==================== lcd_text_engine
lcd_text_engine/layers.png
Bar = 50 um.
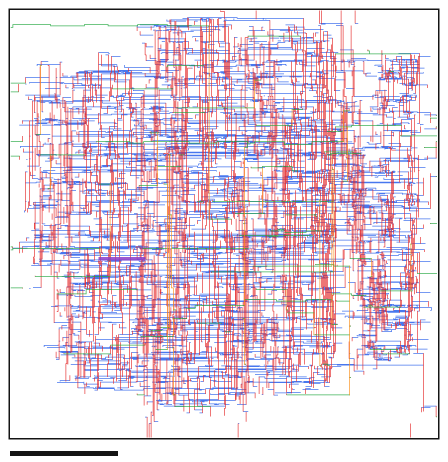

[src/rtl/lcd_pkg.sv]
`default_nettype none
// +----------------------------------------------------------------------------+
// | Package     : lcd_pkg                                                      |
// | Description : Shared HD44780 command codes and the main sequencer state    |
// |               encoding used by the character-LCD text engine.              |
// | Revision    : 1.0 - initial release                                        |
// +----------------------------------------------------------------------------+
package lcd_pkg;

  localparam logic [7:0] LCD_FUNC_2LINE = 8'h38;
  localparam logic [7:0] LCD_FUNC_1LINE = 8'h30;
  localparam logic [7:0] LCD_DISP_ON    = 8'h0C;
  localparam logic [7:0] LCD_CLEAR      = 8'h01;
  localparam logic [7:0] LCD_ENTRY      = 8'h06;
  localparam logic [7:0] LCD_DDRAM      = 8'h80;
  localparam logic [7:0] LCD_ROW2_OFS   = 8'h40;

  // WAIT_DONE and SETTLE are shared by every byte-sending state; the state
  // to resume after the settle wait is kept in a separate return register.
  typedef enum logic [2:0] {
    ST_INIT      = 3'd0,
    ST_IDLE      = 3'd1,
    ST_ROW_ADDR  = 3'd2,
    ST_CHAR      = 3'd3,
    ST_NEXT_ROW  = 3'd4,
    ST_WAIT_DONE = 3'd5,
    ST_SETTLE    = 3'd6
  } main_state_t;

endpackage
`default_nettype wire

[src/rtl/lcd_bus_writer.sv]
`default_nettype none
// +----------------------------------------------------------------------------+
// | Module      : lcd_bus_writer                                               |
// | Description : Single-byte LCD bus transfer with setup / enable / hold      |
// |               timing and a start/done handshake.                           |
// | Revision    : 1.0 - initial release                                        |
// | Ports       : clk, rst_n     clock, async active-low reset                 |
// |               start          one-cycle request, accepted only when idle    |
// |               data, rs       byte and register select to transfer          |
// |               lcd_data/rs/en LCD pins (data/rs held until next transfer)   |
// |               done           one-cycle pulse after the hold phase          |
// +----------------------------------------------------------------------------+
module lcd_bus_writer #(
  parameter int SETUP_CYCLES = 4,
  parameter int EN_CYCLES    = 16,
  parameter int HOLD_CYCLES  = 4
) (
  input  logic       clk,
  input  logic       rst_n,
  input  logic       start,
  input  logic [7:0] data,
  input  logic       rs,
  output logic [7:0] lcd_data,
  output logic       lcd_rs,
  output logic       lcd_en,
  output logic       done
);

  localparam int MAX_A = (SETUP_CYCLES > EN_CYCLES) ? SETUP_CYCLES : EN_CYCLES;
  localparam int MAX_C = (MAX_A > HOLD_CYCLES) ? MAX_A : HOLD_CYCLES;
  localparam int CNT_W = $clog2(MAX_C + 1);

  typedef enum logic [1:0] {
    BW_IDLE  = 2'd0,
    BW_SETUP = 2'd1,
    BW_EN    = 2'd2,
    BW_HOLD  = 2'd3
  } bw_state_t;

  bw_state_t        state;
  logic [CNT_W-1:0] cnt;

  // Each phase loads its length minus one and leaves when the count hits zero,
  // so a phase lasts exactly its configured number of cycles.
  always_ff @(posedge clk or negedge rst_n) begin
    if (!rst_n) begin
      state    <= BW_IDLE;
      cnt      <= '0;
      lcd_data <= 8'h00;
      lcd_rs   <= 1'b0;
      lcd_en   <= 1'b0;
      done     <= 1'b0;
    end else begin
      done <= 1'b0;
      case (state)
        BW_IDLE: begin
          if (start) begin
            lcd_data <= data;
            lcd_rs   <= rs;
            cnt      <= CNT_W'(SETUP_CYCLES - 1);
            state    <= BW_SETUP;
          end
        end
        BW_SETUP: begin
          if (cnt == '0) begin
            lcd_en <= 1'b1;
            cnt    <= CNT_W'(EN_CYCLES - 1);
            state  <= BW_EN;
          end else begin
            cnt <= cnt - 1'b1;
          end
        end
        BW_EN: begin
          if (cnt == '0) begin
            lcd_en <= 1'b0;
            cnt    <= CNT_W'(HOLD_CYCLES - 1);
            state  <= BW_HOLD;
          end else begin
            cnt <= cnt - 1'b1;
          end
        end
        BW_HOLD: begin
          if (cnt == '0) begin
            done  <= 1'b1;
            state <= BW_IDLE;
          end else begin
            cnt <= cnt - 1'b1;
          end
        end
        default: state <= BW_IDLE;
      endcase
    end
  end

endmodule
`default_nettype wire

[src/rtl/lcd_text_engine.sv]
`default_nettype none
// +----------------------------------------------------------------------------+
// | Module      : lcd_text_engine                                              |
// | Description : HD44780-class text driver: power-up init, then repaints the  |
// |               panel from a host-writable ROWS x COLS character buffer.     |
// | Revision    : 1.0 - initial release                                        |
// | Ports       : iCLK, iRST_N        clock, async active-low reset            |
// |               iWR/iADDR/iDATA     one-cycle buffer write (row*COLS+col)    |
// |               oINIT_DONE          init sequence finished (sticky)          |
// |               oBUSY               refresh pass in progress                 |
// |               LCD_DATA/RW/EN/RS   LCD pins (RW tied low)                   |
// +----------------------------------------------------------------------------+
module lcd_text_engine
  import lcd_pkg::*;
#(
  parameter int ROWS           = 2,
  parameter int COLS           = 16,
  parameter int ADDR_W         = 5,
  parameter int SETUP_CYCLES   = 4,
  parameter int EN_CYCLES      = 16,
  parameter int HOLD_CYCLES    = 4,
  parameter int DLY_CYCLES     = 262142,
  parameter int CLR_DLY_CYCLES = 262142,
  parameter int AUTO_REFRESH   = 0
) (
  input  logic              iCLK,
  input  logic              iRST_N,
  input  logic              iWR,
  input  logic [ADDR_W-1:0] iADDR,
  input  logic [7:0]        iDATA,
  output logic              oINIT_DONE,
  output logic              oBUSY,
  output logic [7:0]        LCD_DATA,
  output logic              LCD_RW,
  output logic              LCD_EN,
  output logic              LCD_RS
);

  localparam int         CELLS    = ROWS * COLS;
  localparam int         DEPTH    = 1 << ADDR_W;
  localparam int         COL_W    = (COLS > 1) ? $clog2(COLS) : 1;
  localparam int         DLY_MAX  = (DLY_CYCLES > CLR_DLY_CYCLES) ? DLY_CYCLES : CLR_DLY_CYCLES;
  localparam int         DLY_W    = $clog2(DLY_MAX + 1);
  localparam logic [7:0] FUNC_SET = (ROWS == 2) ? LCD_FUNC_2LINE : LCD_FUNC_1LINE;
  localparam logic       LAST_ROW = (ROWS == 2);
  localparam logic [COL_W-1:0] LAST_COL = COL_W'(COLS - 1);

  // Full power-of-two depth keeps the address a plain index; cells at or
  // beyond CELLS are never written and never displayed.
  logic [7:0]        buffer [DEPTH];
  main_state_t       state;
  main_state_t       ret_state;
  logic [1:0]        byte_idx;
  logic              row;
  logic [COL_W-1:0]  col;
  logic [DLY_W-1:0]  dly_cnt;
  logic              is_clr;
  logic              start;
  logic [7:0]        tx_data;
  logic              tx_rs;
  logic              dirty;
  logic              done;
  logic              wr_ok;
  logic              pass_start;
  logic [ADDR_W-1:0] cell_idx;
  logic [7:0]        init_byte;

  assign LCD_RW     = 1'b0;
  assign wr_ok      = iWR && (32'(iADDR) < 32'(CELLS));
  assign pass_start = (state == ST_IDLE) && (dirty || (AUTO_REFRESH != 0));
  assign cell_idx   = (row ? ADDR_W'(COLS) : '0) + ADDR_W'(col);

  always_comb begin
    init_byte = LCD_ENTRY;
    case (byte_idx)
      2'd0:    init_byte = FUNC_SET;
      2'd1:    init_byte = LCD_DISP_ON;
      2'd2:    init_byte = LCD_CLEAR;
      default: init_byte = LCD_ENTRY;
    endcase
  end

  always_ff @(posedge iCLK or negedge iRST_N) begin
    if (!iRST_N) begin
      for (int i = 0; i < DEPTH; i++) buffer[i] <= 8'h20;
    end else if (wr_ok) begin
      buffer[iADDR] <= iDATA;
    end
  end

  // A host write in the pass-start cycle must keep the flag set.
  always_ff @(posedge iCLK or negedge iRST_N) begin
    if (!iRST_N)         dirty <= 1'b1;
    else if (wr_ok)      dirty <= 1'b1;
    else if (pass_start) dirty <= 1'b0;
  end

  always_ff @(posedge iCLK or negedge iRST_N) begin
    if (!iRST_N) begin
      state      <= ST_INIT;
      ret_state  <= ST_INIT;
      byte_idx   <= 2'd0;
      row        <= 1'b0;
      col        <= '0;
      dly_cnt    <= '0;
      is_clr     <= 1'b0;
      start      <= 1'b0;
      tx_data    <= 8'h00;
      tx_rs      <= 1'b0;
      oINIT_DONE <= 1'b0;
      oBUSY      <= 1'b0;
    end else begin
      start <= 1'b0;
      case (state)
        ST_INIT: begin
          start     <= 1'b1;
          tx_data   <= init_byte;
          tx_rs     <= 1'b0;
          is_clr    <= (init_byte == LCD_CLEAR);
          byte_idx  <= byte_idx + 1'b1;
          ret_state <= (byte_idx == 2'd3) ? ST_IDLE : ST_INIT;
          state     <= ST_WAIT_DONE;
        end
        ST_IDLE: begin
          if (pass_start) begin
            oBUSY <= 1'b1;
            row   <= 1'b0;
            state <= ST_ROW_ADDR;
          end
        end
        ST_ROW_ADDR: begin
          start     <= 1'b1;
          tx_data   <= row ? (LCD_DDRAM | LCD_ROW2_OFS) : LCD_DDRAM;
          tx_rs     <= 1'b0;
          is_clr    <= 1'b0;
          col       <= '0;
          ret_state <= ST_CHAR;
          state     <= ST_WAIT_DONE;
        end
        ST_CHAR: begin
          start   <= 1'b1;
          tx_data <= buffer[cell_idx];
          tx_rs   <= 1'b1;
          is_clr  <= 1'b0;
          if (col == LAST_COL) begin
            ret_state <= ST_NEXT_ROW;
          end else begin
            col       <= col + 1'b1;
            ret_state <= ST_CHAR;
          end
          state <= ST_WAIT_DONE;
        end
        ST_NEXT_ROW: begin
          if (row == LAST_ROW) begin
            oBUSY <= 1'b0;
            state <= ST_IDLE;
          end else begin
            row   <= 1'b1;
            state <= ST_ROW_ADDR;
          end
        end
        ST_WAIT_DONE: begin
          if (done) begin
            dly_cnt <= is_clr ? DLY_W'(CLR_DLY_CYCLES - 1) : DLY_W'(DLY_CYCLES - 1);
            state   <= ST_SETTLE;
          end
        end
        ST_SETTLE: begin
          if (dly_cnt == '0) begin
            // Only the last init byte resumes into IDLE.
            if (ret_state == ST_IDLE) oINIT_DONE <= 1'b1;
            state <= ret_state;
          end else begin
            dly_cnt <= dly_cnt - 1'b1;
          end
        end
        default: state <= ST_INIT;
      endcase
    end
  end

  lcd_bus_writer #(
    .SETUP_CYCLES (SETUP_CYCLES),
    .EN_CYCLES    (EN_CYCLES),
    .HOLD_CYCLES  (HOLD_CYCLES)
  ) u_bus_writer (
    .clk      (iCLK),
    .rst_n    (iRST_N),
    .start    (start),
    .data     (tx_data),
    .rs       (tx_rs),
    .lcd_data (LCD_DATA),
    .lcd_rs   (LCD_RS),
    .lcd_en   (LCD_EN),
    .done     (done)
  );

endmodule
`default_nettype wire
[config.mk]
export PLATFORM = sky130hd
export DESIGN_NAME = lcd_text_engine
export DESIGN_NICKNAME = d
export VERILOG_FILES = /design/src/rtl/lcd_pkg.sv /design/src/rtl/lcd_bus_writer.sv /design/src/rtl/lcd_text_engine.sv
export SDC_FILE = /design/constraint.sdc
export NUM_CORES = 1
export LEC_CHECK = 0
export CAP_MARGIN = 30
export CORE_MARGIN = 3
export CORE_UTILIZATION = 40
export CTS_CLUSTER_DIAMETER = 30
export DETAILED_ROUTE_END_ITERATION = 12
export PLACE_DENSITY_LB_ADDON = 0.12
export SLEW_MARGIN = 20
export SYNTH_ARGS = -nofsm -noshare
export SYNTH_HDL_FRONTEND = slang
export SYNTH_HIERARCHICAL = 1
export SYNTH_SLANG_ARGS = --single-unit
[constraint.sdc]
create_clock -name iCLK -period 3.4 [get_ports iCLK]
set_clock_uncertainty 0.15 [all_clocks]
set_input_delay 0.68 -clock iCLK [delete_from_list [all_inputs] [get_ports iCLK]]
set_output_delay 0.68 -clock iCLK [all_outputs]
set_load 0.01 [all_outputs]
==================== muldiv_sequencer
File: config.mk
export PLATFORM = sky130hd
export DESIGN_NAME = muldiv_sequencer
export DESIGN_NICKNAME = d
export VERILOG_FILES = /design/src/rtl/pipeline_pkg.sv /design/src/rtl/muldiv_iter_unit.sv /design/src/rtl/muldiv_sequencer.sv
export SDC_FILE = /design/constraint.sdc
export NUM_CORES = 1
export LEC_CHECK = 0
export CAP_MARGIN = 20
export CORE_MARGIN = 1.5
export CORE_UTILIZATION = 60
export CTS_CLUSTER_SIZE = 8
export DETAILED_ROUTE_END_ITERATION = 16
export PLACE_DENSITY = 0.79
export SYNTH_ARGS = -nofsm -noshare
export SYNTH_HDL_FRONTEND = slang
export SYNTH_SLANG_ARGS = --single-unit
File: constraint.sdc
create_clock -name clk -period 7 [get_ports clk]
set_input_delay 0.7 -clock clk [delete_from_list [all_inputs] [get_ports clk]]
set_output_delay 0.7 -clock clk [all_outputs]
set_load 0.05 [all_outputs]
File: src/rtl/pipeline_pkg.sv
// Shared pipeline definitions: ALUControl codes for the long-latency ops and
// the multi-cycle sequencer state encoding plus op-class decode helpers.
package pipeline_pkg;

  localparam int ALUCONTROL_WIDTH = 6;

  localparam logic [ALUCONTROL_WIDTH-1:0] MUL   = 6'b100111;
  localparam logic [ALUCONTROL_WIDTH-1:0] MLA   = 6'b101000;
  localparam logic [ALUCONTROL_WIDTH-1:0] MLS   = 6'b101001;
  localparam logic [ALUCONTROL_WIDTH-1:0] UMULL = 6'b101010;
  localparam logic [ALUCONTROL_WIDTH-1:0] UMLAL = 6'b101011;
  localparam logic [ALUCONTROL_WIDTH-1:0] SMULL = 6'b101100;
  localparam logic [ALUCONTROL_WIDTH-1:0] SMLAL = 6'b101101;
  localparam logic [ALUCONTROL_WIDTH-1:0] UDIV  = 6'b101110;
  localparam logic [ALUCONTROL_WIDTH-1:0] SDIV  = 6'b101111;

  typedef enum logic [2:0] {
    ST_IDLE  = 3'd0,
    ST_SETUP = 3'd1,
    ST_ITER  = 3'd2,
    ST_FIX   = 3'd3,
    ST_DONE  = 3'd4
  } md_state_e;

  function automatic logic is_muldiv_op(input logic [ALUCONTROL_WIDTH-1:0] op);
    case (op)
      MUL, MLA, MLS, UMULL, UMLAL, SMULL, SMLAL, UDIV, SDIV: is_muldiv_op = 1'b1;
      default: is_muldiv_op = 1'b0;
    endcase
  endfunction

  function automatic logic is_div_op(input logic [ALUCONTROL_WIDTH-1:0] op);
    case (op)
      UDIV, SDIV: is_div_op = 1'b1;
      default:    is_div_op = 1'b0;
    endcase
  endfunction

  function automatic logic is_wide_op(input logic [ALUCONTROL_WIDTH-1:0] op);
    case (op)
      UMULL, UMLAL, SMULL, SMLAL: is_wide_op = 1'b1;
      default:                    is_wide_op = 1'b0;
    endcase
  endfunction

  function automatic logic is_signed_op(input logic [ALUCONTROL_WIDTH-1:0] op);
    case (op)
      SMULL, SMLAL, SDIV: is_signed_op = 1'b1;
      default:            is_signed_op = 1'b0;
    endcase
  endfunction

endpackage

File: src/rtl/muldiv_iter_unit.sv
// Radix-2 iteration datapath shared by multiply (shift-add) and divide
// (restoring shift-subtract); {hi,lo} holds product or {remainder,quotient}.
module muldiv_iter_unit #(
  parameter int XLEN = 32
) (
  input  logic            clk,
  input  logic            reset,
  input  logic            load,
  input  logic            step,
  input  logic            is_div,
  input  logic [XLEN-1:0] opnd_a,
  input  logic [XLEN-1:0] opnd_b,
  output logic [XLEN-1:0] hi,
  output logic [XLEN-1:0] lo
);

  logic [XLEN-1:0] hi_r, lo_r, next_hi_s, next_lo_s;
  logic [XLEN:0]   add_s, mul_s, rem_s, diff_s;

  // One iteration step; a set diff_s MSB means the trial subtraction borrowed
  always_comb begin
    add_s  = {1'b0, hi_r} + {1'b0, opnd_a};
    mul_s  = lo_r[0] ? add_s : {1'b0, hi_r};
    rem_s  = {hi_r, lo_r[XLEN-1]};
    diff_s = rem_s - {1'b0, opnd_b};
    if (is_div) begin
      if (!diff_s[XLEN]) begin
        next_hi_s = diff_s[XLEN-1:0];
        next_lo_s = {lo_r[XLEN-2:0], 1'b1};
      end else begin
        next_hi_s = rem_s[XLEN-1:0];
        next_lo_s = {lo_r[XLEN-2:0], 1'b0};
      end
    end else begin
      next_hi_s = mul_s[XLEN:1];
      next_lo_s = {mul_s[0], lo_r[XLEN-1:1]};
    end
  end

  // Working register: load seeds multiplier or dividend into the low half
  always_ff @(posedge clk) begin
    if (!reset) begin
      hi_r <= {XLEN{1'b0}};
      lo_r <= {XLEN{1'b0}};
    end else if (load) begin
      hi_r <= {XLEN{1'b0}};
      lo_r <= is_div ? opnd_a : opnd_b;
    end else if (step) begin
      hi_r <= next_hi_s;
      lo_r <= next_lo_s;
    end
  end

  assign hi = hi_r;
  assign lo = lo_r;

endmodule

File: src/rtl/muldiv_sequencer.sv
// Multi-cycle MUL/MLA/MLS/xMULL/xMLAL/xDIV sequencer beside the E-stage ALU:
// FSM, iteration counter, sign/accumulate fix-up and result registers.
module muldiv_sequencer
  import pipeline_pkg::*;
#(
  parameter int XLEN = 32,
  parameter int OPW  = ALUCONTROL_WIDTH
) (
  input  logic            clk,
  input  logic            reset,
  input  logic            start_i,
  input  logic            flush_i,
  input  logic [OPW-1:0]  op_i,
  input  logic [XLEN-1:0] a_i,
  input  logic [XLEN-1:0] b_i,
  input  logic [XLEN-1:0] acc_lo_i,
  input  logic [XLEN-1:0] acc_hi_i,
  output logic            stall_o,
  output logic            busy_o,
  output logic            done_o,
  output logic            wide_o,
  output logic [XLEN-1:0] res_lo_o,
  output logic [XLEN-1:0] res_hi_o
);

  localparam int CW = $clog2(XLEN);
  localparam logic [CW-1:0] LAST_ITER = CW'(XLEN - 1);

  md_state_e         state_r, next_state_s;
  logic [OPW-1:0]    op_r;
  logic [XLEN-1:0]   a_r, b_r, acc_lo_r, acc_hi_r;
  logic [CW-1:0]     cnt_r;
  logic [XLEN-1:0]   res_lo_r, res_hi_r;
  logic              wide_r;
  logic              accept_s, div_s, sgn_s, neg_s, div_zero_s, load_s, step_s;
  logic [XLEN-1:0]   abs_a_s, abs_b_s, p_hi_s, p_lo_s;
  logic [2*XLEN-1:0] prod_s, fix_s;

  // Operand decode: magnitudes and result sign come from the latched operands
  always_comb begin
    accept_s   = (state_r == ST_IDLE) & start_i & is_muldiv_op(op_i) & ~flush_i;
    div_s      = is_div_op(op_r);
    sgn_s      = is_signed_op(op_r);
    abs_a_s    = (sgn_s & a_r[XLEN-1]) ? ({XLEN{1'b0}} - a_r) : a_r;
    abs_b_s    = (sgn_s & b_r[XLEN-1]) ? ({XLEN{1'b0}} - b_r) : b_r;
    neg_s      = sgn_s & (a_r[XLEN-1] ^ b_r[XLEN-1]);
    div_zero_s = div_s & (b_r == {XLEN{1'b0}});
    load_s     = (state_r == ST_SETUP);
    step_s     = (state_r == ST_ITER);
  end

  muldiv_iter_unit #(.XLEN(XLEN)) u_iter (
    .clk    (clk),
    .reset  (reset),
    .load   (load_s),
    .step   (step_s),
    .is_div (div_s),
    .opnd_a (abs_a_s),
    .opnd_b (abs_b_s),
    .hi     (p_hi_s),
    .lo     (p_lo_s)
  );

  // Fix-up: negating the full 64 bits also yields the negated quotient in lo
  always_comb begin
    prod_s = neg_s ? ({(2*XLEN){1'b0}} - {p_hi_s, p_lo_s}) : {p_hi_s, p_lo_s};
    case (op_r)
      MUL, UDIV, SDIV: fix_s = {{XLEN{1'b0}}, prod_s[XLEN-1:0]};
      MLA:             fix_s = {{XLEN{1'b0}}, prod_s[XLEN-1:0] + acc_lo_r};
      MLS:             fix_s = {{XLEN{1'b0}}, acc_lo_r - prod_s[XLEN-1:0]};
      UMULL, SMULL:    fix_s = prod_s;
      UMLAL, SMLAL:    fix_s = prod_s + {acc_hi_r, acc_lo_r};
      default:         fix_s = {(2*XLEN){1'b0}};
    endcase
  end

  // State register
  always_ff @(posedge clk) begin
    if (!reset) state_r <= ST_IDLE;
    else        state_r <= next_state_s;
  end

  // Next-state logic; flush aborts every busy state except DONE
  always_comb begin
    next_state_s = state_r;
    case (state_r)
      ST_IDLE:  next_state_s = accept_s ? ST_SETUP : ST_IDLE;
      ST_SETUP: if (flush_i)         next_state_s = ST_IDLE;
                else if (div_zero_s) next_state_s = ST_DONE;
                else                 next_state_s = ST_ITER;
      ST_ITER:  if (flush_i)                 next_state_s = ST_IDLE;
                else if (cnt_r == LAST_ITER) next_state_s = ST_FIX;
                else                         next_state_s = ST_ITER;
      ST_FIX:   next_state_s = flush_i ? ST_IDLE : ST_DONE;
      ST_DONE:  next_state_s = ST_IDLE;
      default:  next_state_s = ST_IDLE;
    endcase
  end

  // Status outputs; stall is low in DONE so E captures the result
  always_comb begin
    busy_o = (state_r != ST_IDLE);
    done_o = (state_r == ST_DONE);
    case (state_r)
      ST_IDLE:                    stall_o = accept_s;
      ST_SETUP, ST_ITER, ST_FIX:  stall_o = ~flush_i;
      default:                    stall_o = 1'b0;
    endcase
  end

  // Operand capture at acceptance; later start_i pulses cannot disturb it
  always_ff @(posedge clk) begin
    if (!reset) begin
      op_r     <= {OPW{1'b0}};
      a_r      <= {XLEN{1'b0}};
      b_r      <= {XLEN{1'b0}};
      acc_lo_r <= {XLEN{1'b0}};
      acc_hi_r <= {XLEN{1'b0}};
    end else if (accept_s) begin
      op_r     <= op_i;
      a_r      <= a_i;
      b_r      <= b_i;
      acc_lo_r <= acc_lo_i;
      acc_hi_r <= acc_hi_i;
    end
  end

  // Iteration counter
  always_ff @(posedge clk) begin
    if (!reset)                 cnt_r <= {CW{1'b0}};
    else if (state_r == ST_SETUP) cnt_r <= {CW{1'b0}};
    else if (state_r == ST_ITER)  cnt_r <= cnt_r + {{(CW-1){1'b0}}, 1'b1};
  end

  // Result registers hold until the next completed op or reset
  always_ff @(posedge clk) begin
    if (!reset) begin
      res_lo_r <= {XLEN{1'b0}};
      res_hi_r <= {XLEN{1'b0}};
      wide_r   <= 1'b0;
    end else if ((state_r == ST_FIX) && !flush_i) begin
      res_lo_r <= fix_s[XLEN-1:0];
      res_hi_r <= fix_s[2*XLEN-1:XLEN];
      wide_r   <= is_wide_op(op_r);
    end else if ((state_r == ST_SETUP) && !flush_i && div_zero_s) begin
      res_lo_r <= {XLEN{1'b0}};
      res_hi_r <= {XLEN{1'b0}};
      wide_r   <= 1'b0;
    end
  end

  assign res_lo_o = res_lo_r;
  assign res_hi_o = res_hi_r;
  assign wide_o   = wide_r;

endmodule

==================== siu_ncu_xfer_ctl
**config.mk**
```make
export PLATFORM = sky130hd
export DESIGN_NAME = siu_ncu_xfer_ctl
export DESIGN_NICKNAME = d
export VERILOG_FILES = /design/src/rtl/siu_ncu_pkg.sv /design/src/rtl/siu_ncu_xfer_ctl_rr_arb.sv /design/src/rtl/siu_ncu_xfer_ctl.sv
export SDC_FILE = /design/constraint.sdc
export NUM_CORES = 1
export LEC_CHECK = 0
export CAP_MARGIN = 20
export CORE_UTILIZATION = 47
export CTS_CLUSTER_SIZE = 14
export DETAILED_ROUTE_END_ITERATION = 16
export PLACE_DENSITY = 0.81
export RECOVER_POWER = 100
export SYNTH_ARGS = -nofsm -noshare
export SYNTH_HDL_FRONTEND = slang
export SYNTH_SLANG_ARGS = --single-unit
```
**constraint.sdc**
```tcl
create_clock -name iol2clk -period 1.9 [get_ports iol2clk]
set_input_delay 0.475 -clock iol2clk [delete_from_list [all_inputs] [get_ports iol2clk]]
set_output_delay 0.475 -clock iol2clk [all_outputs]
set_load 0.02 [all_outputs]
```
**src/rtl/siu_ncu_pkg.sv**
```systemverilog
// Shared types and helpers for the SII-to-NCU transfer controller.
// Beat geometry, FSM state encoding and beat parity.
package siu_ncu_pkg;

  localparam int HDR_W     = 32;
  localparam int PLD_W     = 128;
  localparam int BEAT_W    = 32;
  localparam int NUM_BEATS = 4;

  typedef enum logic [2:0] {
    ST_IDLE,
    ST_REQ,
    ST_HDR,
    ST_PL0,
    ST_PL1,
    ST_PL2,
    ST_PL3
  } state_e;

  function automatic logic [1:0] dpar(input logic [BEAT_W-1:0] d);
    return {^d[31:16], ^d[15:0]};
  endfunction

endpackage

```
**src/rtl/siu_ncu_xfer_ctl_rr_arb.sv**
```systemverilog
// Rotating-priority arbiter: first valid source at or after ptr_i.
// Returns a one-hot grant plus the binary winner index.
module siu_ncu_rr_arb #(
  parameter int NUM_SRC = 2,
  parameter int PW      = 1
) (
  input  logic [NUM_SRC-1:0] vld_i,
  input  logic [PW-1:0]      ptr_i,
  output logic               any_o,
  output logic [NUM_SRC-1:0] gnt_o,
  output logic [PW-1:0]      idx_o
);

  logic          found;
  logic [PW-1:0] j;

  always_comb begin
    found = 1'b0;
    j     = '0;
    gnt_o = '0;
    idx_o = '0;
    for (int k = 0; k < NUM_SRC; k++) begin
      j = PW'((int'(ptr_i) + k) % NUM_SRC);
      if (!found && vld_i[j]) begin
        found    = 1'b1;
        gnt_o[j] = 1'b1;
        idx_o    = j;
      end
    end
    any_o = found;
  end

endmodule

```
**src/rtl/siu_ncu_xfer_ctl.sv**
```systemverilog
// SII-side sequencer/arbiter for the SIU-to-NCU link: req/gnt, header, 4 payload beats.
// Optional parity-error injection on PL0 under `SIU_NCU_PERR_INJ_EN.
module siu_ncu_xfer_ctl
  import siu_ncu_pkg::*;
#(
  parameter int NUM_SRC = 2,
  parameter int GNT_TMO = 256
) (
  input  logic                     iol2clk,
  input  logic                     rst,
  input  logic [NUM_SRC-1:0]       src_vld,
  input  logic [HDR_W*NUM_SRC-1:0] src_hdr,
  input  logic [PLD_W*NUM_SRC-1:0] src_pld,
  output logic [NUM_SRC-1:0]       src_ack,
  output logic                     sii_ncu_req,
  input  logic                     ncu_sii_gnt,
  output logic [BEAT_W-1:0]        sii_ncu_data,
  output logic [1:0]               sii_ncu_dparity,
  output logic                     busy,
  output logic                     err_unexp_gnt,
  output logic                     err_gnt_tmo,
`ifdef SIU_NCU_PERR_INJ_EN
  input  logic                     perr_inj,
`endif
  input  logic                     err_clr
);

  localparam int PW = (NUM_SRC > 1) ? $clog2(NUM_SRC) : 1;
  localparam int CW = (GNT_TMO > 1) ? $clog2(GNT_TMO + 1) : 1;
  localparam logic [CW-1:0] TMO = CW'(GNT_TMO);

  typedef logic [NUM_BEATS-1:0][BEAT_W-1:0] pld_t;

  state_e            state_q;
  logic [PW-1:0]     rr_q, rr_d;
  logic [CW-1:0]     cnt_q, cnt_d;
  logic [HDR_W-1:0]  hdr_q, hdr_sel;
  pld_t              pld_q, pld_sel;
  logic [NUM_SRC-1:0] ack_q;
  logic              req_q, busy_q;
  logic [BEAT_W-1:0] data_q;
  logic [1:0]        par_q;
  logic              eu_q, eu_d, et_q, et_d;
  logic              arb_any;
  logic [NUM_SRC-1:0] arb_gnt;
  logic [PW-1:0]     arb_idx;
  logic              in_req, tmo_hit, unexp_hit, inj_bit;

  siu_ncu_rr_arb #(.NUM_SRC(NUM_SRC), .PW(PW)) u_arb (
    .vld_i (src_vld),
    .ptr_i (rr_q),
    .any_o (arb_any),
    .gnt_o (arb_gnt),
    .idx_o (arb_idx)
  );

  always_comb begin
    hdr_sel = '0;
    pld_sel = '0;
    for (int k = 0; k < NUM_SRC; k++) begin
      if (arb_gnt[k]) begin
        hdr_sel = hdr_sel | src_hdr[k*HDR_W +: HDR_W];
        pld_sel = pld_sel | src_pld[k*PLD_W +: PLD_W];
      end
    end
  end

  assign rr_d = (arb_idx == PW'(NUM_SRC - 1)) ? '0 : arb_idx + PW'(1);

  // Counter only advances while waiting; it saturates at the limit.
  assign in_req    = (state_q == ST_REQ) && !ncu_sii_gnt;
  assign tmo_hit   = (GNT_TMO != 0) && in_req &&
                     (cnt_q != TMO) && (cnt_q + CW'(1) == TMO);
  assign unexp_hit = ncu_sii_gnt && (state_q != ST_REQ);

  always_comb begin
    cnt_d = '0;
    if (in_req) cnt_d = (cnt_q != TMO) ? cnt_q + CW'(1) : cnt_q;
    et_d = tmo_hit   ? 1'b1 : (err_clr ? 1'b0 : et_q);
    eu_d = unexp_hit ? 1'b1 : (err_clr ? 1'b0 : eu_q);
  end

`ifdef SIU_NCU_PERR_INJ_EN
  logic inj_q;
  always_ff @(posedge iol2clk) begin
    if (rst) inj_q <= 1'b0;
    else if (perr_inj) inj_q <= 1'b1;
    else if (state_q == ST_HDR) inj_q <= 1'b0;
  end
  assign inj_bit = inj_q;
`else
  assign inj_bit = 1'b0;
`endif

  always_ff @(posedge iol2clk) begin
    if (rst) begin
      state_q <= ST_IDLE;
      rr_q    <= '0;
      cnt_q   <= '0;
      hdr_q   <= '0;
      pld_q   <= '0;
      ack_q   <= '0;
      req_q   <= 1'b0;
      busy_q  <= 1'b0;
      data_q  <= '0;
      par_q   <= '0;
      eu_q    <= 1'b0;
      et_q    <= 1'b0;
    end else begin
      ack_q  <= '0;
      data_q <= '0;
      par_q  <= '0;
      cnt_q  <= cnt_d;
      eu_q   <= eu_d;
      et_q   <= et_d;
      unique case (state_q)
        ST_IDLE, ST_PL3: begin
          if (arb_any) begin
            state_q <= ST_REQ;
            req_q   <= 1'b1;
            busy_q  <= 1'b1;
            ack_q   <= arb_gnt;
            hdr_q   <= hdr_sel;
            pld_q   <= pld_sel;
            rr_q    <= rr_d;
          end else begin
            state_q <= ST_IDLE;
            busy_q  <= 1'b0;
          end
        end
        ST_REQ: begin
          if (ncu_sii_gnt) begin
            state_q <= ST_HDR;
            req_q   <= 1'b0;
            data_q  <= hdr_q;
            par_q   <= dpar(hdr_q);
          end
        end
        ST_HDR: begin
          state_q <= ST_PL0;
          data_q  <= pld_q[0];
          par_q   <= dpar(pld_q[0]) ^ {1'b0, inj_bit};
        end
        ST_PL0: begin
          state_q <= ST_PL1;
          data_q  <= pld_q[1];
          par_q   <= dpar(pld_q[1]);
        end
        ST_PL1: begin
          state_q <= ST_PL2;
          data_q  <= pld_q[2];
          par_q   <= dpar(pld_q[2]);
        end
        ST_PL2: begin
          state_q <= ST_PL3;
          data_q  <= pld_q[3];
          par_q   <= dpar(pld_q[3]);
        end
        default: begin
          state_q <= ST_IDLE;
          req_q   <= 1'b0;
          busy_q  <= 1'b0;
        end
      endcase
    end
  end

  assign src_ack         = ack_q;
  assign sii_ncu_req     = req_q;
  assign sii_ncu_data    = data_q;
  assign sii_ncu_dparity = par_q;
  assign busy            = busy_q;
  assign err_unexp_gnt   = eu_q;
  assign err_gnt_tmo     = et_q;

endmodule

```
siu_ncu_xfer_ctl/pinout.png
Pins as bars across the die edge, other pins in gray.
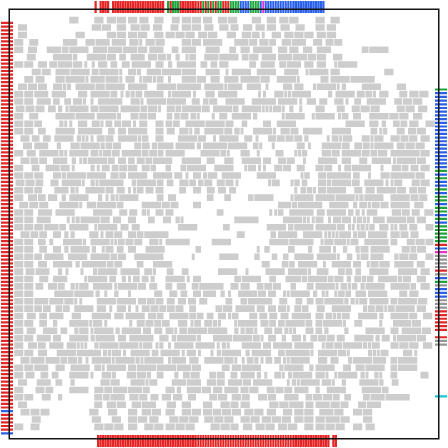
color	port	pins	direction	edge
green	sii_ncu_data	32	output	17 top, 15 right
cyan	iol2clk	1	input	right
blue	src_hdr	64	input	33 right, 29 top, 2 left
red	src_pld	256	input	110 left, 95 bottom, 42 top, 9 right
magenta	sii_ncu_dparity	2	output	1 top, 1 right
Die Y: 157 um
Chip Width: 157 um

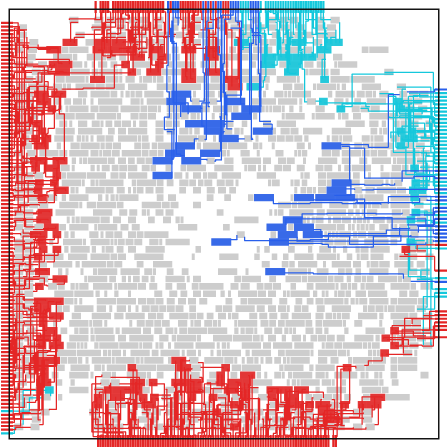
siu_ncu_xfer_ctl/port_trees.png
color	port	bits	direction	edge	end cells	buffers	wire
red	src_pld	256	input	110 left, 95 bottom, 42 top, 9 right	128	256	6140 um
cyan	src_hdr	64	input	33 right, 29 top, 2 left	32	64	1660 um
blue	sii_ncu_data	32	output	17 top, 15 right	32	32	1650 um
PortBufs: 365
boundary pin count: 366

==> results_dict.tcl, siu_ncu_xfer_ctl <==
# flow metrics
set metrics [dict create \
    core_area_sq_mm 0.0236 \
    syn_to_final_growth_pct 45.7 \
    grt_overflow 0 \
    comb-power_mw 6.72 \
    outcome "finished, final reports clean" \
    grt_pass1_vias 10711 \
    fp_nets 1514 \
    cp.required_ns 2.34 \
    end_kind "flop" \
    syn_area_sq_mm 0.0114 \
    diodes 0 \
    cp.depth 7 \
    drt_wl_total_um 39300 \
    top_power_group "combinational cells" \
    cp_slowest_cell "mux2_1" \
    r2r_end "err_gnt_tmo$_SDFFE_PP0P_" \
    async_flop_share_pct 0 \
    whs_endpoint "state_q[2]$_SDFFE_PP0P_" \
    viasPerCell 5.82 \
    rrSetupSlack_ns 0.07 \
    place_area_sq_mm 0.0160 \
    slew_viol_final 0 \
    ys_ff 213 \
]
siu_ncu_xfer_ctl: cell type report:
class | instances | area [sq um] | share of cell area, %
clock buffer | 30 | 652 | 3.94
clock inverter | 6 | 82.6 | 0.499
inverter | 5 | 18.8 | 0.113
multi-input combinational | 853 | 6430 | 38.9
sequential | 213 | 4270 | 25.8
tap | 319 | 399 | 2.41
timing repair buffer | 476 | 4690 | 28.4
siu_ncu_xfer_ctl: flip-flops by register name, indices dropped and copies added (netlist names), 2 cells and up, named ones only:
register         flops
pld_q              128
hdr_q               32
sii_ncu_data        32
cnt_q                9
state_q              3
sii_ncu_dparity      2
src_ack              2
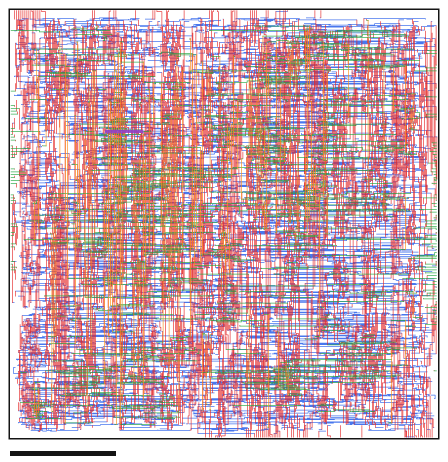
muldiv_sequencer/layers.png
Bar = 50 um.
color	layer	wire length
red	M2	38.6 mm
orange	M4	6250 um
purple	M5	16.6 um
green	M3	9300 um
blue	M1	34.9 mm
GRT Util Overall: 42.4%
via count: 25455
final WL: 89000 um
DR WL/cell: 23.4 um

==> results_dict.tcl, muldiv_sequencer <==
# flow metrics
set metrics [dict create \
    outcome "finished, final reports clean" \
    cp_slowest_cell "nor3b_1" \
    crit_family "simple AND/OR/NAND/NOR gates" \
    end_kind "flop" \
    nFlopsAndLatches 271 \
    grt_pass1_vias 23985 \
    rrSetupSlack_ns 0.55 \
    most_common_cell "nand2_1" \
    edf_count 0 \
    drive_gt1_share_pct 4.58 \
    drtAntennaViolNets 0 \
    power.share.switching_pct 29.3 \
    p_per_area_mw_per_mm2 153 \
    placed_cells 3764 \
    grt_max_degree 111 \
    pwr-share-clk_pct 42.8 \
    cts.sinks 271 \
    dr_wl_met2_um 38600 \
    cts_setup_buffers 0 \
    io_pins 206 \
    yosysCellCount 3189 \
    worst_slack_ns 0.548 \
    path_class "flop to flop" \
    intPower_mw 2.93 \
    hold_viol_final 0 \
    logic_gates 2664 \
    ys_area_sq_mm 0.0237 \
    drcViolationCount 0 \
    synthTopCellsByCount "nand2_1 (499), dfxtp_1 (271), a21oi_1 (262)" \
    ys_seq_share_pct 22.9 \
]
-- muldiv_sequencer: layer usage --
metal	vias up	GRT usage (%)
li1	11752	-
met1	11843	53.8
met2	1501	65.8
met3	357	8.52
met4	2	26.5
met5	-	0
-- muldiv_sequencer: flip-flops by register name, summed over array words and instances, names as in the netlist --
register   cells
res_hi_o      32
res_lo_o      32
wide_o         1
a_r           32
acc_lo_r      32
cnt_r          5
acc_hi_r      32
b_r           32
u_iter.lo     32
u_iter.hi     32
state_r        3
op_r           6
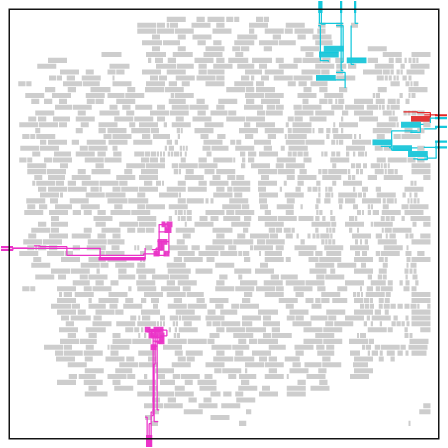
lcd_text_engine/port_trees.png
color	port	bits	direction	edge	end cells	buffers	wire
cyan	LCD_DATA	8	output	4 right, 4 top	8	8	242 um
magenta	iADDR	5	input	3 bottom, 2 left	17	5	418 um
red	LCD_EN	1	output	right	1	1	20.7 um
boundary pin count: 29
PortBufs: 27

## Picture notes: lcd_text_engine/layers.png
color	layer	wire length
red	M2	16900 um
purple	M5	20.2 um
blue	M1	17200 um
green	M3	1410 um
orange	M4	917 um
DR WL/cell: 21.7 um
via count: 9215
GRT Util Overall: 19.4%
final WL: 36500 um

==> results_dict.tcl, lcd_text_engine <==
# flow metrics
set metrics [dict create \
    r2r_end "tx_data[5]$_DFFE_PN0P_" \
    p_seq_share_pct 35.9 \
    power.share.switching_pct 23.2 \
    drtAntennaViolNets 0 \
    final-clk-cell-share_pct 14.3 \
    hold_viol_final 0 \
    cp.required_ns 3.69 \
    slew_viol_final 0 \
    core_area_sq_mm 0.0366 \
    cts-buffers-inserted 80 \
    worst_slack_ns 0.566 \
    grt_overflow 0 \
    drv_cap 0 \
    ys_seq_share_pct 53.8 \
    cts_tree "done" \
    fin_area_sq_mm 0.0186 \
    outcome "finished, final reports clean" \
    pre_cts_ws_ns 0.432 \
    ys_types 63 \
    yosysWarnings 6 \
    start_kind "flop" \
    finalClockPeriodUsage_pct 83.3 \
    layout_top_cells "dfrtp_1 (283), mux2_2 (266), clkbuf_16 (82)" \
    period_minus_slack_ns 2.83 \
]
## lcd_text_engine: cell families after synthesis
| logic type | share of synthesized area, % |
|---|---|
| AND-OR/OR-AND | 4.24 |
| XOR/XNOR | 0.353 |
| adder cells (fa/ha/maj) | 1.01 |
| buffers and inverters | 2.20 |
| flip-flops | 53.8 |
| multiplexers | 31.3 |
| other | 0.0252 |
| AND/OR/NAND/NOR | 7.06 |
## lcd_text_engine: worst max-delay path, stage by stage, from the launching register on
cell	delay [ns]
dfrtp_4	0.76
buf_12	0.30
mux4_2	0.52
mux4_2	0.55
nor4_1	0.31
nor2_1	0.10

==================== act_requant_writer
act_requant_writer/placed.png
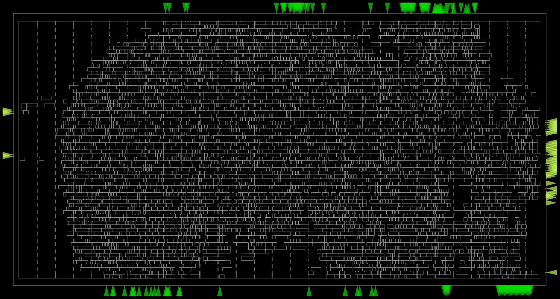
## src/rtl/lenet_pkg.sv

```systemverilog
// Shared constants and types for the lenet activation writeback path.
package lenet_pkg;

    localparam int SHIFT    = 16;
    localparam int INT8_MAX = 127;
    localparam int INT8_MIN = -128;

    // Per-layer requant multipliers the layer controller loads by default
    localparam int unsigned SCALE_CONV1 = 91;
    localparam int unsigned SCALE_CONV2 = 257;
    localparam int unsigned SCALE_CONV3 = 287;
    localparam int unsigned SCALE_FC1   = 427;
    localparam int unsigned SCALE_FC2   = 321;

    typedef enum logic [1:0] {IDLE, RUN, FLUSH, DONE} state_e;

    // Byte enables for a word whose highest filled lane is 'lane'
    function automatic logic [3:0] lane_wea(input logic [1:0] lane);
        return {lane == 2'd3, lane >= 2'd2, lane >= 2'd1, 1'b1};
    endfunction

endpackage

```

## src/rtl/requant_unit.sv

```systemverilog
// Two-stage requantizer: multiply by scale, then floor-shift, saturate to int8, optional ReLU.
module requant_unit #(
    parameter int ACC_W   = 32,
    parameter int SCALE_W = 32,
    parameter int SHIFT   = lenet_pkg::SHIFT
) (
    input  logic                    clk,
    input  logic                    rst_n,
    input  logic                    vld_i,
    input  logic signed [ACC_W-1:0] acc_i,
    input  logic [SCALE_W-1:0]      scale_i,
    input  logic                    relu_i,
    output logic                    vld_o,
    output logic [7:0]              q_o
);
    import lenet_pkg::*;

    localparam int PROD_W = ACC_W + SCALE_W;
    localparam logic signed [PROD_W-1:0] SAT_HI = PROD_W'(INT8_MAX);
    localparam logic signed [PROD_W-1:0] SAT_LO = PROD_W'(INT8_MIN);

    logic [1:0]               vld_pipe_q;
    logic signed [PROD_W-1:0] prod_q, prod_d, shifted;
    logic [7:0]               q_q, q_d;

    // Scale is unsigned: a zero sign bit keeps the multiply signed-correct
    assign prod_d  = PROD_W'($signed(acc_i)) * PROD_W'($signed({1'b0, scale_i}));
    assign shifted = prod_q >>> SHIFT;

    always_comb begin
        q_d = shifted[7:0];
        if (shifted > SAT_HI)
            q_d = 8'(INT8_MAX);
        else if (shifted < SAT_LO)
            q_d = 8'(INT8_MIN);
        if (relu_i && shifted[PROD_W-1])
            q_d = 8'd0;
    end

    always_ff @(posedge clk or negedge rst_n) begin
        if (!rst_n) begin
            vld_pipe_q <= '0;
            prod_q     <= '0;
            q_q        <= '0;
        end else begin
            vld_pipe_q <= {vld_pipe_q[0], vld_i};
            prod_q     <= prod_d;
            q_q        <= q_d;
        end
    end

    assign vld_o = vld_pipe_q[1];
    assign q_o   = q_q;

endmodule

```

## src/rtl/act_requant_writer.sv

```systemverilog
// Layer writeback: requantizes accumulator results to int8 and packs four per SRAM word.
module act_requant_writer #(
    parameter int ACC_W   = 32,
    parameter int SCALE_W = 32,
    parameter int SHIFT   = lenet_pkg::SHIFT,
    parameter int ADDR_W  = 16
) (
    input  logic               clk,
    input  logic               rst_n,
    input  logic               cfg_start,
    input  logic [ADDR_W-1:0]  cfg_base_addr,
    input  logic [15:0]        cfg_count,
    input  logic [SCALE_W-1:0] cfg_scale,
    input  logic               cfg_relu,
    input  logic               in_valid,
    output logic               in_ready,
    input  logic [ACC_W-1:0]   in_acc,
    output logic               busy,
    output logic               done,
    output logic [3:0]         sram_act_wea1,
    output logic [ADDR_W-1:0]  sram_act_addr1,
    output logic [31:0]        sram_act_wdata1
);
    import lenet_pkg::*;

    state_e             state_q, state_d;
    logic [ADDR_W-1:0]  base_q;
    logic [15:0]        cnt_q, acc_cnt_q, out_cnt_q;
    logic [SCALE_W-1:0] scale_q;
    logic               relu_q;
    logic [31:0]        word_q, wdata_c;
    logic               accept, out_vld, last_out, wr;
    logic [7:0]         q;
    logic [1:0]         lane;

    assign in_ready = (state_q == RUN) && (acc_cnt_q < cnt_q);
    assign accept   = in_valid && in_ready;

    requant_unit #(.ACC_W(ACC_W), .SCALE_W(SCALE_W), .SHIFT(SHIFT)) u_requant (
        .clk     (clk),
        .rst_n   (rst_n),
        .vld_i   (accept),
        .acc_i   ($signed(in_acc)),
        .scale_i (scale_q),
        .relu_i  (relu_q),
        .vld_o   (out_vld),
        .q_o     (q)
    );

    // Output element index gives both the byte lane and the word offset
    assign lane     = out_cnt_q[1:0];
    assign last_out = (out_cnt_q == cnt_q - 16'd1);
    assign wr       = out_vld && (lane == 2'd3 || last_out);

    always_comb begin
        wdata_c = word_q;
        wdata_c[8*lane +: 8] = q;
    end

    assign sram_act_wea1   = wr ? lane_wea(lane) : 4'd0;
    assign sram_act_addr1  = wr ? base_q + ADDR_W'(out_cnt_q >> 2) : '0;
    assign sram_act_wdata1 = wr ? wdata_c : 32'd0;

    always_comb begin
        state_d = state_q;
        busy    = (state_q != IDLE);
        done    = (state_q == DONE);
        case (state_q)
            // An empty layer passes through FLUSH so done lands two cycles after start
            IDLE:    if (cfg_start) state_d = (cfg_count == 16'd0) ? FLUSH : RUN;
            RUN:     if (accept && acc_cnt_q == cnt_q - 16'd1) state_d = FLUSH;
            FLUSH:   if (cnt_q == 16'd0 || (out_vld && last_out)) state_d = DONE;
            DONE:    state_d = IDLE;
            default: state_d = IDLE;
        endcase
    end

    always_ff @(posedge clk or negedge rst_n) begin
        if (!rst_n) begin
            state_q   <= IDLE;
            base_q    <= '0;
            cnt_q     <= '0;
            scale_q   <= '0;
            relu_q    <= 1'b0;
            acc_cnt_q <= '0;
            out_cnt_q <= '0;
            word_q    <= '0;
        end else begin
            state_q <= state_d;
            if (state_q == IDLE && cfg_start) begin
                base_q    <= cfg_base_addr;
                cnt_q     <= cfg_count;
                scale_q   <= cfg_scale;
                relu_q    <= cfg_relu;
                acc_cnt_q <= '0;
                out_cnt_q <= '0;
                word_q    <= '0;
            end else begin
                if (accept)
                    acc_cnt_q <= acc_cnt_q + 16'd1;
                if (out_vld) begin
                    out_cnt_q <= out_cnt_q + 16'd1;
                    if (wr)
                        word_q <= '0;
                    else
                        word_q[8*lane +: 8] <= q;
                end
            end
        end
    end

endmodule

```

## config.mk

```make
export PLATFORM = sky130hd
export DESIGN_NAME = act_requant_writer
export DESIGN_NICKNAME = d
export VERILOG_FILES = /design/src/rtl/lenet_pkg.sv /design/src/rtl/requant_unit.sv /design/src/rtl/act_requant_writer.sv
export SDC_FILE = /design/constraint.sdc
export NUM_CORES = 2
export LEC_CHECK = 0
export ABC_AREA = 0
export CORE_ASPECT_RATIO = 0.5
export CORE_MARGIN = 4
export CORE_UTILIZATION = 55
export CTS_BUF_LIST = sky130_fd_sc_hd__clkbuf_4
export DETAILED_ROUTE_END_ITERATION = 10
export PLACE_DENSITY = 0.79
export SYNTH_ARGS = -nofsm -noshare
export SYNTH_HDL_FRONTEND = slang
export SYNTH_HIERARCHICAL = 1
export SYNTH_SLANG_ARGS = --single-unit
```

## constraint.sdc

```tcl
create_clock -name clk -period 8.5 [get_ports clk]
set_clock_uncertainty 0.15 [all_clocks]
set_input_delay 1.275 -clock clk [delete_from_list [all_inputs] [get_ports clk]]
set_output_delay 1.275 -clock clk [all_outputs]
set_load 0.1 [all_outputs]
```

==> results_dict.tcl <==
# flow metrics
set metrics [dict create \
    p_clk_uw 553 \
    logic_family "adder cells" \
    async_flop_share_pct 100 \
    drive_gt1_share_pct 6.72 \
    port_buffers 155 \
    grt_pass1_wl_um 189000 \
    power.share.switching_pct 44.3 \
    die_h_um 207 \
    nFlopsAndLatches 189 \
    ys.flop_type "dfrtp_1" \
    outcome "finished, final reports clean" \
    dr_total_vias 33315 \
    yosysCellCount 4778 \
    met3_usage_pct 4.51 \
    clk_pin_slew_ns 0.18 \
    routabilityCongestion 0.931 \
    fill_cells 6245 \
    viasPerCell 5.56 \
    grt_pass1_vias 36099 \
    dr_wl_met2_um 56500 \
    grt_antenna_before_repair 4 \
    insertion_delay_ns 0.75 \
    ys_area_sq_mm 0.0437 \
    switching_power_mw 1.24 \
]
## Picture notes: act_requant_writer/placed.png
Post-Layout Cell Count: 5992
tap cells: 1036

[worst max-delay path, cell delays in order]
cell and delay, ns:
clkdlybuf4s50_1 0.61, buf_4 0.22, buf_4 0.22, nand2_1 0.12, fa_1 0.53, fa_1 0.55, inv_1 0.05, fa_1 0.48
fa_1 0.58, fa_1 0.43, fa_1 0.46, fa_1 0.53, inv_1 0.07, fa_1 0.48, inv_1 0.04, ha_1 0.28
a21o_1 0.23, o31ai_1 0.42, o2111ai_2 0.21, o211ai_4 0.27, nor3_2 0.08, o21a_4 0.25, a221oi_2 0.28, xnor2_1 0.16


==> layout pictures side by side <==
Pin map.
Pins as bars across the die edge, other pins in gray.
picture 1
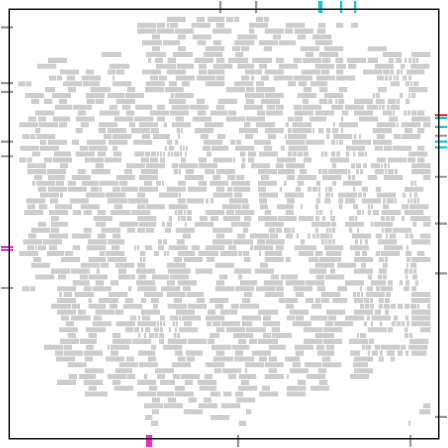
picture 2
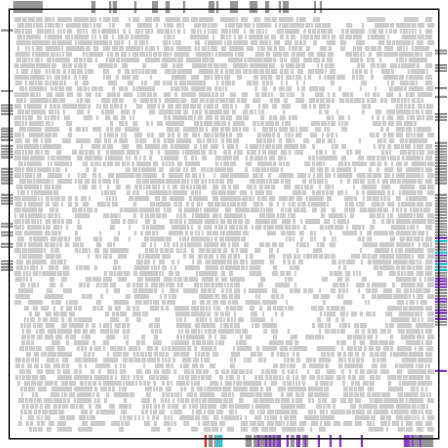
picture 3
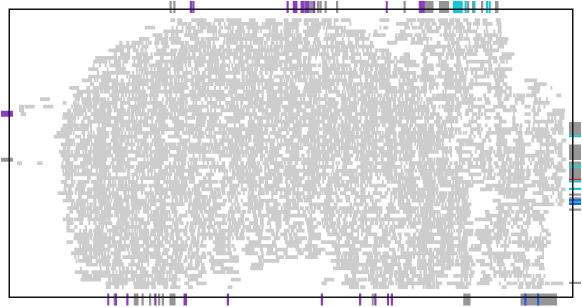
For lcd_text_engine, see picture 1.
For act_requant_writer, see picture 3.
For muldiv_sequencer, see picture 2.
Of these, fewest pins: picture 1
Of these, most pins: picture 2

Power is estimated from default activity; no workload was simulated.
